# ---- design 1 ----
$ cat config.mk
export PLATFORM = sky130hd
export DESIGN_NAME = mem_arbiter
export DESIGN_NICKNAME = d
export VERILOG_FILES = /design/src/rtl/mem_arb_pkg.sv /design/src/rtl/mem_arb_pick.sv /design/src/rtl/mem_arbiter.sv
export SDC_FILE = /design/constraint.sdc
export NUM_CORES = 1
export LEC_CHECK = 0
export ABC_AREA = 1
export CAP_MARGIN = 30
export CORE_ASPECT_RATIO = 1.1
export CORE_MARGIN = 2
export CORE_UTILIZATION = 35
export CTS_BUF_LIST = sky130_fd_sc_hd__clkbuf_8
export CTS_CLUSTER_SIZE = 25
export DETAILED_ROUTE_END_ITERATION = 8
export PLACE_DENSITY = 0.8
export SETUP_SLACK_MARGIN = 0.3
export SKIP_CTS_REPAIR_TIMING = 1
export SYNTH_ARGS = -nofsm -noshare
export SYNTH_HDL_FRONTEND = slang
export SYNTH_SLANG_ARGS = --single-unit
$ cat constraint.sdc
create_clock -name clk -period 1.25 [get_ports clk]
set_input_delay 0.25 -clock clk [delete_from_list [all_inputs] [get_ports clk]]
set_output_delay 0.25 -clock clk [all_outputs]
set_load 0.05 [all_outputs]
$ cat src/rtl/mem_arb_pkg.sv
// ============================================================================
// mem_arb_pkg
// Shared definitions for the two-port memory arbiter: FSM state encoding,
// port index constants and a small helper that turns a port index into a
// one-hot grant/rvalid vector.
// Build option: MEM_ARB_RR_EN (round-robin when defined, fixed priority
// otherwise). It is consumed by mem_arb_pick and mem_arbiter.
// ============================================================================
package mem_arb_pkg;

    typedef enum logic [1:0] {
        IDLE   = 2'd0,
        ACCESS = 2'd1,
        RDATA  = 2'd2
    } state_t;

    localparam logic PORT_CPU = 1'b0;
    localparam logic PORT_IO  = 1'b1;

    function automatic logic [1:0] port_onehot(input logic idx);
        return (idx == PORT_IO) ? 2'b10 : 2'b01;
    endfunction

endpackage

$ cat src/rtl/mem_arb_pick.sv
// ============================================================================
// mem_arb_pick
// Combinational winner selection for the memory arbiter.
// Build option: MEM_ARB_RR_EN
//   defined   : on a tie the port other than last_grant wins (round-robin)
//   undefined : on a tie port 0 (CPU) always wins; last_grant port absent
// Ports:
//   req        in  [1:0] per-port request
//   last_grant in        index of the previous winner (round-robin build only)
//   win        out       index of the selected port
//   win_valid  out       high when any port requests
// ============================================================================
module mem_arb_pick
    import mem_arb_pkg::*;
(
    input  logic [1:0] req,
`ifdef MEM_ARB_RR_EN
    input  logic       last_grant,
`endif
    output logic       win,
    output logic       win_valid
);

    // A lone requester always wins; only a tie needs the selection policy.
    always_comb begin
        win_valid = |req;
        win       = PORT_CPU;
        if (req == 2'b10) begin
            win = PORT_IO;
        end else if (req == 2'b11) begin
`ifdef MEM_ARB_RR_EN
            win = ~last_grant;
`else
            win = PORT_CPU;
`endif
        end
    end

endmodule

$ cat src/rtl/mem_arbiter.sv
// ============================================================================
// mem_arbiter
// Shares one single-port synchronous memory between the processor (port 0)
// and an I/O / loader master (port 1). One transaction per grant:
//   write: IDLE -> ACCESS -> IDLE          (2 cycles)
//   read : IDLE -> ACCESS -> RDATA -> IDLE (3 cycles)
// Build option: MEM_ARB_RR_EN (round-robin ties; fixed priority to port 0
// when undefined).
// Ports:
//   clk, reset            clock; synchronous active-low reset
//   req[1:0], we[1:0]     per-port request and write enable
//   adr0/adr1             per-port address
//   wdata0/wdata1         per-port write data
//   gnt[1:0]              one-cycle one-hot grant pulse (ACCESS cycle)
//   rvalid[1:0]           one-cycle one-hot read-valid pulse (RDATA cycle)
//   rdata                 read data, valid while an rvalid bit is high
//   memRead, memWrite     registered memory strobes
//   adrToMem, dataToMem   registered memory address / write data
//   dataFromMem           memory read data, valid the cycle after memRead
// ============================================================================
module mem_arbiter
    import mem_arb_pkg::*;
#(
    parameter int WIDTH = 16
) (
    input  logic             clk,
    input  logic             reset,
    input  logic [1:0]       req,
    input  logic [1:0]       we,
    input  logic [WIDTH-1:0] adr0,
    input  logic [WIDTH-1:0] adr1,
    input  logic [WIDTH-1:0] wdata0,
    input  logic [WIDTH-1:0] wdata1,
    output logic [1:0]       gnt,
    output logic [1:0]       rvalid,
    output logic [WIDTH-1:0] rdata,
    output logic             memRead,
    output logic             memWrite,
    output logic [WIDTH-1:0] adrToMem,
    output logic [WIDTH-1:0] dataToMem,
    input  logic [WIDTH-1:0] dataFromMem
);

    state_t           state_q, state_d;
    logic             win_q, win_d;
    logic [1:0]       gnt_q, gnt_d;
    logic [1:0]       rvalid_q, rvalid_d;
    logic             mem_read_q, mem_read_d;
    logic             mem_write_q, mem_write_d;
    logic [WIDTH-1:0] adr_q, adr_d;
    logic [WIDTH-1:0] wdata_q, wdata_d;
    logic             pick_win;
    logic             pick_valid;

`ifdef MEM_ARB_RR_EN
    logic             last_grant_q, last_grant_d;
`endif

    mem_arb_pick u_pick (
        .req        (req),
`ifdef MEM_ARB_RR_EN
        .last_grant (last_grant_q),
`endif
        .win        (pick_win),
        .win_valid  (pick_valid)
    );

    // State and output registers. Reset also clears the strobes so an
    // access in flight is simply dropped.
    always_ff @(posedge clk) begin
        if (!reset) begin
            state_q      <= IDLE;
            win_q        <= PORT_CPU;
            gnt_q        <= 2'b00;
            rvalid_q     <= 2'b00;
            mem_read_q   <= 1'b0;
            mem_write_q  <= 1'b0;
            adr_q        <= '0;
            wdata_q      <= '0;
`ifdef MEM_ARB_RR_EN
            last_grant_q <= PORT_IO;
`endif
        end else begin
            state_q      <= state_d;
            win_q        <= win_d;
            gnt_q        <= gnt_d;
            rvalid_q     <= rvalid_d;
            mem_read_q   <= mem_read_d;
            mem_write_q  <= mem_write_d;
            adr_q        <= adr_d;
            wdata_q      <= wdata_d;
`ifdef MEM_ARB_RR_EN
            last_grant_q <= last_grant_d;
`endif
        end
    end

    // Next-state logic. Pulses (gnt, rvalid, strobes) are computed one cycle
    // ahead so they come out of flops in the cycle they belong to.
    always_comb begin
        state_d      = state_q;
        win_d        = win_q;
        gnt_d        = 2'b00;
        rvalid_d     = 2'b00;
        mem_read_d   = 1'b0;
        mem_write_d  = 1'b0;
        adr_d        = adr_q;
        wdata_d      = wdata_q;
`ifdef MEM_ARB_RR_EN
        last_grant_d = last_grant_q;
`endif
        case (state_q)
            IDLE: begin
                if (pick_valid) begin
                    state_d     = ACCESS;
                    win_d       = pick_win;
                    gnt_d       = port_onehot(pick_win);
                    mem_write_d = we[pick_win];
                    mem_read_d  = ~we[pick_win];
                    adr_d       = (pick_win == PORT_IO) ? adr1 : adr0;
                    wdata_d     = (pick_win == PORT_IO) ? wdata1 : wdata0;
`ifdef MEM_ARB_RR_EN
                    last_grant_d = pick_win;
`endif
                end
            end
            ACCESS: begin
                // The registered write strobe doubles as the latched we bit.
                if (mem_write_q) begin
                    state_d = IDLE;
                end else begin
                    state_d  = RDATA;
                    rvalid_d = port_onehot(win_q);
                end
            end
            RDATA: begin
                state_d = IDLE;
            end
            default: begin
                state_d = IDLE;
            end
        endcase
    end

    assign gnt       = gnt_q;
    assign rvalid    = rvalid_q;
    assign memRead   = mem_read_q;
    assign memWrite  = mem_write_q;
    assign adrToMem  = adr_q;
    assign dataToMem = wdata_q;

    // Memory data passes straight through while the read result is valid.
    assign rdata = (state_q == RDATA) ? dataFromMem : '0;

endmodule

==> impl_metrics.ini <==
; generated from flow reports
[run_status]
status = complete, but fails checks
violations = negative setup slack

[detailed_routing]
wire_per_inst_um = 14.6
dr_total_vias = 2632
wl_met1_um = 2780
wl_met3_um = 524

[layout]
fin_area_um2 = 4600
mostFrequentLayoutCells = nand2_1, clkdlybuf4s50_1, nand3_1
fin_nets = 559
area_growth_syn_to_layout_pct = 125

[worst_setup_path]
cp-start-kind = flop
r2r_start = state_q[0]
end_kind = output port
arrival_ns = 1.19
r2r_slack_ns = 0
path_cells = inv_2 > nand2_4 > buf_12 > nor2_4 > buf_12
cp_common_cell = buf_12
crit_path_start = state_q[0]
cp_max_fo = 7
r2r.worst_path.cells = 7

[run]
maxCapViolations = 0
warning_count = 28

[pwr]
power.total_mw = 4.48
combinationalPower_mw = 1.83
p_leak_nw = 2.18
power.density_nw_per_um2 = 974
internal_power_mw = 3.01
top_power_group = combinational logic
p_clk_mw = 1.09

[clock_network]
clk_path_buf_depth = 2
cts-root-buf = clkbuf_8
htreeDepth = 2
clkLatencyLatePin_ns = 0.29

[floorplan]
die-area_um2 = 6470
rows = 29

[yosys]
yosys_most_used_dff = dfxtp_1
area_leaders = dfxtp_1, nand2_1, nand3_1, nor2_1, inv_1
fp_nets = 402
synth_cell_type_count = 17
synth-edff-count = 0
ys_top_cells_by_count = nand2_1, nand3_1, dfxtp_1
yosys_area_um2 = 2050
synthSimpleGateAreaFrac = 0.466
synth-seq-cells = 41

[sta]
finalSetupViolCount = 19
fin_skew_ns = 0.00488
setup_slack_ns = -0.185
fin_crit_sh = 1.15
tightest_slew_ns = 0.303
fin_hold_ws_ns = 0.471
fmax_mhz = 697

[placement]
place_inst = 529
dp_slack_ns = -0.382
## area by class of cell
cell class                 count  area (µm²)  area share
timing repair buffer         168        2250       0.489
multi-input combinational    233        1170       0.254
sequential                    41         873       0.190
tap                           77        96.3      0.0209
inverter                      24        92.6      0.0201
clock buffer                   6        82.6      0.0179
clock inverter                 2        33.8     0.00734
antenna                        2        5.00     0.00109
## state kept, by name, summed over array words and instances, names as in the netlist
signal / cells
memWrite: 1
state_q: 2
adrToMem: 16
win_q: 1
gnt: 2
dataToMem: 16
rvalid: 2
memRead: 1
**Design 1: supply network**

Scale: 4 px per µm. Pins as bars on the die edge.
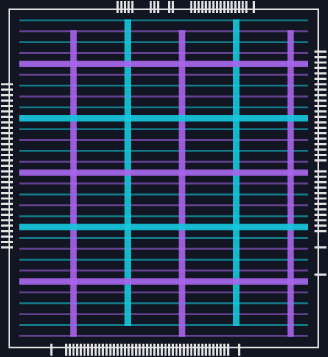
net	color
VDD	cyan
VSS	purple
rows	29
met1 rails	30
core area: 5700 µm²
VDD IR max: 0.611 mV
DIE WIDTH: 76.9 µm

**Design 1: routed metal, one color a layer**

Scale: 6 px per µm.
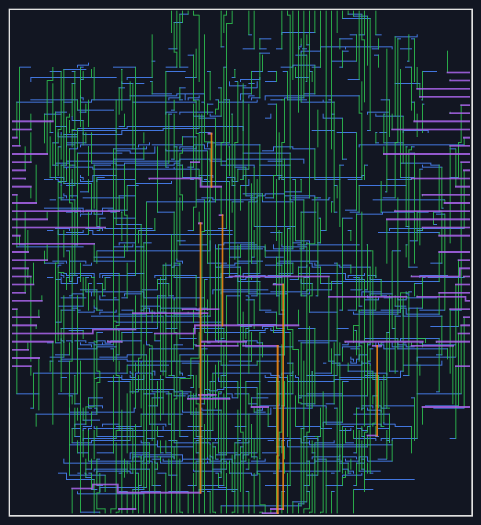
layer	color	wire length
met3	purple	524 µm
met1	blue	2780 µm
met4	orange	152 µm
met2	green	4630 µm
All-Layer GR Usage: 0.236
final wirelength: 8090 µm


# ---- design 2 ----
**Design 2: selected gate families**

Scale: 2 px per µm.
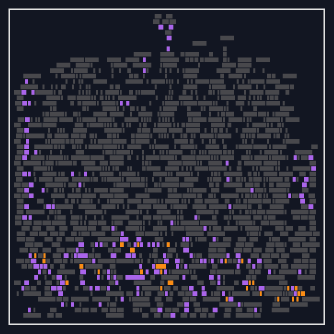
<file path="src/rtl/mul_share_arb_if.sv">
// mul_share_arb_if
// Bundles the two requester channels and the response channel of the shared
// multiplier arbiter.
//   req0_valid/req0_ready/req0_x/req0_y : requester 0 operation channel
//   req1_valid/req1_ready/req1_x/req1_y : requester 1 operation channel
//   rsp_valid/rsp_ready/rsp_id/rsp_p    : product response channel
// Modports:
//   master : client side (drives requests, consumes responses)
//   slave  : arbiter side (accepts requests, produces responses)
interface mul_share_arb_if #(
    parameter int WIDTH = 16
);
    logic                 req0_valid;
    logic                 req0_ready;
    logic [WIDTH-1:0]     req0_x;
    logic [WIDTH-1:0]     req0_y;
    logic                 req1_valid;
    logic                 req1_ready;
    logic [WIDTH-1:0]     req1_x;
    logic [WIDTH-1:0]     req1_y;
    logic                 rsp_valid;
    logic                 rsp_ready;
    logic                 rsp_id;
    logic [2*WIDTH-1:0]   rsp_p;

    modport master (
        output req0_valid, req0_x, req0_y,
        output req1_valid, req1_x, req1_y,
        output rsp_ready,
        input  req0_ready, req1_ready,
        input  rsp_valid, rsp_id, rsp_p
    );

    modport slave (
        input  req0_valid, req0_x, req0_y,
        input  req1_valid, req1_x, req1_y,
        input  rsp_ready,
        output req0_ready, req1_ready,
        output rsp_valid, rsp_id, rsp_p
    );
endinterface

</file>
<file path="src/rtl/mul_share_arb.sv">
// mul_share_arb
// Shares one combinational signed Baugh-Wooley multiplier between two
// requesters. The granted operands are registered and held for LAT cycles so
// the multiplier can be timed as a LAT-cycle multicycle path, then the
// product is registered and returned with the ID of the requester.
// Ports:
//   clk   : single clock, rising edge
//   rst_n : asynchronous active-low reset
//   bus   : mul_share_arb_if.slave (requests in, tagged product out)
// Parameters:
//   WIDTH : operand width, product is 2*WIDTH (WIDTH >= 2)
//   LAT   : cycles in CALC before the product is captured, 1..15
// Configuration macro:
//   MUL_SHARE_ARB_RR_EN : defined -> round-robin tie break,
//                         undefined -> requester 0 always wins a tie

// Combinational signed multiplier using the modified Baugh-Wooley form:
// sign-row partial products are inverted and the constant 2^W + 2^(2W-1)
// is added, so only unsigned additions are needed.
module mul_BaughWooley #(
    parameter int WIDTH = 16
) (
    input  logic [WIDTH-1:0]   a,
    input  logic [WIDTH-1:0]   b,
    output logic [2*WIDTH-1:0] p
);
    localparam int PW = 2 * WIDTH;

    // Places a single partial-product bit at its weight; the concatenation
    // keeps the bit self-determined so inversion never spreads to the pad.
    function automatic logic [PW-1:0] bit_at(input logic bv, input int pos);
        logic [PW-1:0] v;
        v = {{(PW-1){1'b0}}, bv};
        return v << pos;
    endfunction

    logic [PW-1:0] acc;

    always_comb begin
        acc = bit_at(1'b1, WIDTH) | bit_at(1'b1, PW - 1);
        for (int i = 0; i < WIDTH - 1; i++) begin
            for (int j = 0; j < WIDTH - 1; j++) begin
                acc = acc + bit_at(a[i] & b[j], i + j);
            end
            acc = acc + bit_at(~(a[i] & b[WIDTH-1]), i + WIDTH - 1);
            acc = acc + bit_at(~(a[WIDTH-1] & b[i]), i + WIDTH - 1);
        end
        acc = acc + bit_at(a[WIDTH-1] & b[WIDTH-1], PW - 2);
        p = acc;
    end
endmodule

module mul_share_arb #(
    parameter int WIDTH = 16,
    parameter int LAT   = 2
) (
    input logic            clk,
    input logic            rst_n,
    mul_share_arb_if.slave bus
);
    typedef enum logic [1:0] {IDLE, CALC, RESP} state_t;

    state_t             state_q;
    state_t             state_d;
    logic [WIDTH-1:0]   x_q;
    logic [WIDTH-1:0]   y_q;
    logic               id_q;
    logic [3:0]         cnt_q;
    logic [2*WIDTH-1:0] p_q;
    logic [2*WIDTH-1:0] mul_p;
    logic               grant_valid;
    logic               grant_id;
    logic               accept;
    logic               rsp_fire;

`ifdef MUL_SHARE_ARB_RR_EN
    logic               last_id_q;
`endif

    // Grant: a lone requester always wins; a tie goes to whoever was not
    // served last (round-robin) or to requester 0 (fixed priority).
    always_comb begin
        grant_valid = bus.req0_valid | bus.req1_valid;
        grant_id    = 1'b0;
        if (bus.req0_valid && bus.req1_valid) begin
`ifdef MUL_SHARE_ARB_RR_EN
            grant_id = ~last_id_q;
`else
            grant_id = 1'b0;
`endif
        end else if (bus.req1_valid) begin
            grant_id = 1'b1;
        end
    end

    assign accept         = (state_q == IDLE) && grant_valid;
    assign rsp_fire       = (state_q == RESP) && bus.rsp_ready;
    assign bus.req0_ready = accept && !grant_id;
    assign bus.req1_ready = accept && grant_id;
    assign bus.rsp_valid  = (state_q == RESP);
    assign bus.rsp_id     = id_q;
    assign bus.rsp_p      = p_q;

    mul_BaughWooley #(.WIDTH(WIDTH)) u_mul (
        .a (x_q),
        .b (y_q),
        .p (mul_p)
    );

    // State register.
    always_ff @(posedge clk or negedge rst_n) begin
        if (!rst_n) begin
            state_q <= IDLE;
        end else begin
            state_q <= state_d;
        end
    end

    // Next-state logic: one accept, LAT frozen cycles, then hold the
    // response until the consumer takes it.
    always_comb begin
        state_d = state_q;
        case (state_q)
            IDLE: if (accept) state_d = CALC;
            CALC: if (cnt_q == 4'd0) state_d = RESP;
            RESP: if (rsp_fire) state_d = IDLE;
            default: state_d = IDLE;
        endcase
    end

    // Operand capture, multicycle countdown and product capture. Operands
    // stay frozen outside IDLE so the multiplier inputs never toggle while
    // its output is being waited on.
    always_ff @(posedge clk or negedge rst_n) begin
        if (!rst_n) begin
            x_q   <= '0;
            y_q   <= '0;
            id_q  <= 1'b0;
            cnt_q <= 4'd0;
            p_q   <= '0;
        end else begin
            case (state_q)
                IDLE: begin
                    if (accept) begin
                        x_q   <= grant_id ? bus.req1_x : bus.req0_x;
                        y_q   <= grant_id ? bus.req1_y : bus.req0_y;
                        id_q  <= grant_id;
                        cnt_q <= 4'(LAT - 1);
                    end
                end
                CALC: begin
                    if (cnt_q == 4'd0) begin
                        p_q <= mul_p;
                    end else begin
                        cnt_q <= cnt_q - 4'd1;
                    end
                end
                default: ;
            endcase
        end
    end

`ifdef MUL_SHARE_ARB_RR_EN
    // Priority pointer: starts at 1 so requester 0 wins the first tie.
    always_ff @(posedge clk or negedge rst_n) begin
        if (!rst_n) begin
            last_id_q <= 1'b1;
        end else if (rsp_fire) begin
            last_id_q <= id_q;
        end
    end
`endif
endmodule

</file>
<file path="src/flat_wrapper.sv">
// flat-port wrapper written by rule: the top's interface ports become plain ports
module mul_share_arb_flat 
#(
    parameter int WIDTH = 16,
    parameter int LAT   = 2
)
  (clk, rst_n, bus_req0_valid, bus_req0_x, bus_req0_y, bus_req1_valid, bus_req1_x, bus_req1_y, bus_rsp_ready, bus_req0_ready, bus_req1_ready, bus_rsp_valid, bus_rsp_id, bus_rsp_p);
  mul_share_arb_if #(.WIDTH(WIDTH)) bus_i ();
  input logic clk;
  input logic rst_n;
  input wire logic [$bits(bus_i.req0_valid)-1:0] bus_req0_valid;
  input wire logic [$bits(bus_i.req0_x)-1:0] bus_req0_x;
  input wire logic [$bits(bus_i.req0_y)-1:0] bus_req0_y;
  input wire logic [$bits(bus_i.req1_valid)-1:0] bus_req1_valid;
  input wire logic [$bits(bus_i.req1_x)-1:0] bus_req1_x;
  input wire logic [$bits(bus_i.req1_y)-1:0] bus_req1_y;
  input wire logic [$bits(bus_i.rsp_ready)-1:0] bus_rsp_ready;
  output wire logic [$bits(bus_i.req0_ready)-1:0] bus_req0_ready;
  output wire logic [$bits(bus_i.req1_ready)-1:0] bus_req1_ready;
  output wire logic [$bits(bus_i.rsp_valid)-1:0] bus_rsp_valid;
  output wire logic [$bits(bus_i.rsp_id)-1:0] bus_rsp_id;
  output wire logic [$bits(bus_i.rsp_p)-1:0] bus_rsp_p;
  assign bus_i.req0_valid = bus_req0_valid;
  assign bus_i.req0_x = bus_req0_x;
  assign bus_i.req0_y = bus_req0_y;
  assign bus_i.req1_valid = bus_req1_valid;
  assign bus_i.req1_x = bus_req1_x;
  assign bus_i.req1_y = bus_req1_y;
  assign bus_i.rsp_ready = bus_rsp_ready;
  assign bus_req0_ready = bus_i.req0_ready;
  assign bus_req1_ready = bus_i.req1_ready;
  assign bus_rsp_valid = bus_i.rsp_valid;
  assign bus_rsp_id = bus_i.rsp_id;
  assign bus_rsp_p = bus_i.rsp_p;
  mul_share_arb #(.WIDTH(WIDTH), .LAT(LAT)) u_core (.clk(clk), .rst_n(rst_n), .bus(bus_i));
endmodule
</file>
<file path="config.mk">
export PLATFORM = sky130hd
export DESIGN_NAME = mul_share_arb_flat
export DESIGN_NICKNAME = d
export VERILOG_FILES = /design/src/rtl/mul_share_arb_if.sv /design/src/rtl/mul_share_arb.sv /design/src/flat_wrapper.sv
export SDC_FILE = /design/constraint.sdc
export NUM_CORES = 1
export LEC_CHECK = 0
export CAP_MARGIN = 20
export CORE_MARGIN = 1.5
export CORE_UTILIZATION = 47
export DETAILED_ROUTE_END_ITERATION = 12
export PLACE_DENSITY = 0.67
export SETUP_SLACK_MARGIN = 0.2
export SLEW_MARGIN = 20
export SYNTH_ARGS = -nofsm -noshare
export SYNTH_HDL_FRONTEND = slang
export SYNTH_SLANG_ARGS = --single-unit
</file>
<file path="constraint.sdc">
create_clock -name clk -period 6.5 [get_ports clk]
set_input_delay 1.3 -clock clk [delete_from_list [all_inputs] [get_ports clk]]
set_output_delay 1.3 -clock clk [all_outputs]
set_load 0.01 [all_outputs]
</file>
==> impl_metrics.ini <==
; generated from flow reports
[run_status]
status = completed

[sta]
tightest_slew_ns = 0.986
fmax_mhz = 164

[clock_network]
clk_path_buf_depth = 2
cts_buffers = 9
htreeDepth = 3

[detailed_routing]
wl_met3_um = 1680
met2_length_um = 15200
route.detailed.drc = 0
wl_met1_um = 11700
routed_wl_um = 30000
top_layer = met4
drtIter0Drc = 462

[yosys]
aoi_share = 0.0977
xor_area_frac = 0.0205
synth_warnings = 0
synth_cell_type_count = 52
ys_top_cells_by_count = nand2_1, fa_1, inv_1
fp_nets = 1576
fa_ha_area_frac = 0.466

[layout]
antennaDiodeCount = 0
regArea_um2 = 1790
num-fill-cells = 2114
largest_reg_flops = 32
logic_area_um2 = 8360

[floorplan]
die-area_um2 = 24600
die_y_um = 157
taps = 319

[global_routing]
grt_remaining_overflow = 0
grt_usage = 0.264
grt_use_met2 = 0.456

[run]
maxCapViolations = 0

[worst_hold_path]
hp-start = u_core.bus.rsp_p[9]
hold_depth = 2

[placement]
port_buffers = 104
gp_congestion = 0.885

[worst_setup_path]
r2r.worst_path.cells = 19
## Picture notes: 'selected gate families' of design 2
family	color	cells
inverting AOI/OAI gates	purple	155
NOR gates	orange	29
fin cells: 1616
Commonest Layout Cell: nand2_1
fraction of area in multi-input gates: 0.650

worst max-delay path, cell delays in order, from the launching register on:
cell	delay, ns
dfrtp_1	0.56
buf_4	0.28
nand2_1	0.11
fa_1	0.56
inv_1	0.06
fa_1	0.54
inv_1	0.06
fa_1	0.43
fa_1	0.55
inv_1	0.05
fa_1	0.47
fa_1	0.50
ha_1	0.46
nand2_1	0.09
o21ai_1	0.33
a21oi_1	0.12
a21oi_1	0.39
a211oi_1	0.15
xor2_1	0.16
o21ai_1	0.14

# ---- design 3 ----
**Design 3: clock wires, drivers and flops**

Scale: 4 px per µm.
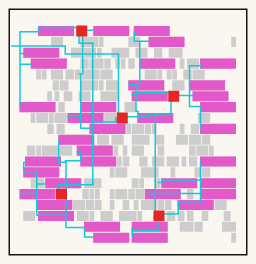
**Design 3: routed metal, one color a layer**

Scale: 8 px per µm.
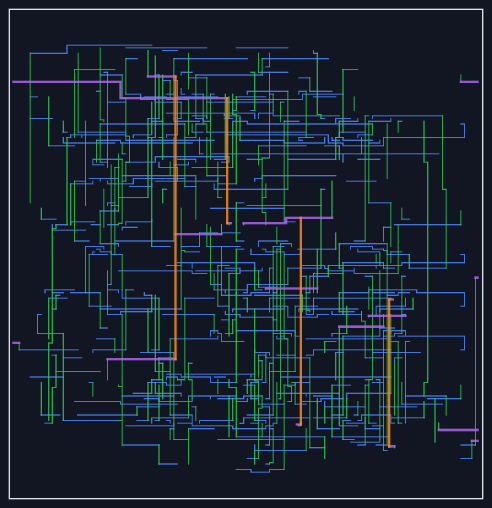
**src/rtl/div_clk_pkg.sv**
```systemverilog
// Shared defaults and the half-period helper for the div_clk clock dividers.
package div_clk_pkg;

    localparam int unsigned DEF_CLK_HZ = 100_000_000;
    localparam int unsigned DEF_BAUD   = 9600;
    localparam int unsigned DEF_BTN_MS = 20;

    // num/den, truncated or rounded to nearest; a zero divisor yields 0 (caught as H < 1)
    function automatic int unsigned half_period(
        input longint unsigned num,
        input longint unsigned den,
        input bit              rnd
    );
        longint unsigned q;
        if (den == 64'd0) begin
            return 32'd0;
        end
        q = rnd ? (num + den / 64'd2) / den : num / den;
        return 32'(q);
    endfunction

endpackage

```
**src/rtl/div_clk_toggle.sv**
```systemverilog
// Free-running divider: counts 0..HALF-1 and toggles tick_out on the wrap cycle.
// wrap_c flags the cycle on which the count equals HALF-1 (the toggle cycle).
module div_clk_toggle #(
    parameter int unsigned HALF = 1
) (
    input  logic clk,
    input  logic rst,
    output logic tick_out,
    output logic wrap_c
);

    localparam int unsigned CW   = (HALF > 1) ? $clog2(HALF) : 1;
    localparam logic [CW-1:0] LAST = CW'(HALF - 1);

    if (HALF < 1) begin : g_bad_half
        $error("div_clk_toggle: HALF must be at least 1");
    end

    logic [CW-1:0] cnt_q, cnt_d;
    logic          tick_q, tick_d;

    assign wrap_c   = (cnt_q == LAST);
    assign tick_out = tick_q;

    // Next count and toggle decision
    always_comb begin
        cnt_d  = cnt_q + CW'(1);
        tick_d = tick_q;
        if (wrap_c) begin
            cnt_d  = '0;
            tick_d = ~tick_q;
        end
    end

    // Counter and toggle flop, cleared asynchronously
    always_ff @(posedge clk or negedge rst) begin
        if (!rst) begin
            cnt_q  <= '0;
            tick_q <= 1'b0;
        end else begin
            cnt_q  <= cnt_d;
            tick_q <= tick_d;
        end
    end

endmodule

```
**src/rtl/div_clk.sv**
```systemverilog
// Clock divider bank: 1 kHz tick, button-debounce sample clock and, when
// DIV_CLK_UART_EN is defined, the 16x baud and baud clocks. Without the
// macro clk_16x and clk_x are tied low and their counters are not built.
module div_clk
    import div_clk_pkg::*;
#(
    parameter int unsigned CLK_HZ = DEF_CLK_HZ,
    parameter int unsigned BAUD   = DEF_BAUD,
    parameter int unsigned BTN_MS = DEF_BTN_MS
) (
    input  logic clk_ms,
    input  logic rst,
    output logic clk_1khz,
    output logic btnclk,
    output logic clk_16x,
    output logic clk_x
);

    localparam int unsigned H_MS  = half_period(64'(CLK_HZ), 64'd2000, 1'b0);
    localparam int unsigned H_BTN = half_period(64'(CLK_HZ) * 64'(BTN_MS), 64'd2000, 1'b0);

    logic wrap_ms;
    logic wrap_btn;
    logic unused_wrap;

    assign unused_wrap = ^{wrap_ms, wrap_btn};

    div_clk_toggle #(.HALF(H_MS)) u_ms (
        .clk      (clk_ms),
        .rst      (rst),
        .tick_out (clk_1khz),
        .wrap_c   (wrap_ms)
    );

    div_clk_toggle #(.HALF(H_BTN)) u_btn (
        .clk      (clk_ms),
        .rst      (rst),
        .tick_out (btnclk),
        .wrap_c   (wrap_btn)
    );

`ifdef DIV_CLK_UART_EN
    localparam int unsigned H_16 = half_period(64'(CLK_HZ), 64'd32 * 64'(BAUD), 1'b1);

    logic       wrap_16;
    logic       rise_16_c;
    logic [2:0] sub_q, sub_d;
    logic       clk_x_q, clk_x_d;

    div_clk_toggle #(.HALF(H_16)) u_16x (
        .clk      (clk_ms),
        .rst      (rst),
        .tick_out (clk_16x),
        .wrap_c   (wrap_16)
    );

    // clk_16x is about to go 0->1 on this edge
    assign rise_16_c = wrap_16 & ~clk_16x;
    assign clk_x     = clk_x_q;

    // Count clk_16x rising edges; toggle clk_x on the 8th so its edges line up with them
    always_comb begin
        sub_d   = sub_q;
        clk_x_d = clk_x_q;
        if (rise_16_c) begin
            if (sub_q == 3'd7) begin
                sub_d   = 3'd0;
                clk_x_d = ~clk_x_q;
            end else begin
                sub_d = sub_q + 3'd1;
            end
        end
    end

    // Baud sub-counter and clk_x toggle flop
    always_ff @(posedge clk_ms or negedge rst) begin
        if (!rst) begin
            sub_q   <= 3'd0;
            clk_x_q <= 1'b0;
        end else begin
            sub_q   <= sub_d;
            clk_x_q <= clk_x_d;
        end
    end
`else
    localparam int unsigned UNUSED_BAUD = BAUD;

    assign clk_16x = 1'b0;
    assign clk_x   = 1'b0;
`endif

endmodule

```
**config.mk**
```make
export PLATFORM = sky130hd
export DESIGN_NAME = div_clk
export DESIGN_NICKNAME = d
export VERILOG_FILES = /design/src/rtl/div_clk_pkg.sv /design/src/rtl/div_clk_toggle.sv /design/src/rtl/div_clk.sv
export SDC_FILE = /design/constraint.sdc
export NUM_CORES = 1
export LEC_CHECK = 0
export CORE_AREA = 2 2 57 59
export DETAILED_ROUTE_END_ITERATION = 6
export DIE_AREA = 0 0 59 61
export HOLD_SLACK_MARGIN = 0.08
export PLACE_DENSITY_LB_ADDON = 0.1
export SLEW_MARGIN = 20
export SYNTH_ARGS = -nofsm -noshare
export SYNTH_HDL_FRONTEND = slang
export SYNTH_HIERARCHICAL = 1
export SYNTH_SLANG_ARGS = --single-unit
```
**constraint.sdc**
```tcl
create_clock -name clk_ms -period 6 [get_ports clk_ms]
set_clock_uncertainty 0.15 [all_clocks]
set_input_delay 0.6 -clock clk_ms [delete_from_list [all_inputs] [get_ports clk_ms]]
set_output_delay 0.6 -clock clk_ms [all_outputs]
set_load 0.02 [all_outputs]
```
==> impl_metrics.ini <==
; generated from flow reports
[clock_network]
cts_sinks = 38
holdBufCountCts = 0

[detailed_routing]
dr_total_vias = 1177
wl_met3_um = 84
vias_per_cell = 5.74

[pwr]
ir_drop_mv = 0.156

[yosys]
synth.most_common_cell = dfrtp_1
netlist_area_um2 = 1800
aoi_share = 0.0194
fa_ha_area_frac = 0.0139
ys_seq_frac = 0.527
ys_top_cells_by_count = dfrtp_1, nor2_1, xnor2_1
mux_share = 0.0111

[worst_setup_path]
crit_slowest_cell = clkdlybuf4s50_1
worstPathBufferInverterCount = 1
crit_path_start = u_btn/tick_out
r2r_end = u_btn/cnt_q[19]

[run]
maxCapViolations = 0
warning_count = 26

[global_routing]
grt_start_max_net_pins = 39
grtUsageMet3 = 0.0469
grt_use_met1 = 0.257

[placement]
port_buffers = 3

[worst_hold_path]
min_path_type = primary input to async pin

[sta]
finalSetupViolCount = 0
fmax_mhz = 480

[run_status]
status = completed

[layout]
drive_above_1_share = 0.0988
final_util = 0.640
About 'clock wires, drivers and flops' of design 3:
[cells driving clock nets] red | count: 5
[clock wires] cyan | length: 418 µm
[flip-flops] magenta | count: 38
routed clock nets	6
clk latency late pin: 0.34 ns
P_clk: 0.120 mW

About 'routed metal, one color a layer' of design 3:
layer	color	wire length
met2	green	1340 µm
met1	blue	1420 µm
met3	purple	84.6 µm
met4	orange	95.2 µm
All-Layer GR Usage: 0.199
final wirelength: 2940 µm
WL per Instance: 14.3 µm

power breakdown:
group          leakage (nW)  switching, mW  internal, mW
combinational         0.361        0.00564      0.000235
clock                0.0308         0.0780        0.0421
sequential            0.502              0         0.256
sequential cells by signal, indices dropped and copies added (netlist names):
name and flops:
u_btn/tick_out 1, u_ms/tick_out 1, u_ms/cnt_q 16, u_btn/cnt_q 20
layout make-up:
type                            count  area share
Clock buffer                        5      0.0199
Clock inverter                      2     0.00529
Inverter                            3     0.00596
Multi-Input combinational cell    121       0.431
Sequential cell                    38       0.503
Tap cell                           33      0.0218
Timing Repair Buffer                3      0.0132

No activity file was given, so power comes from the tool's default toggle rates.
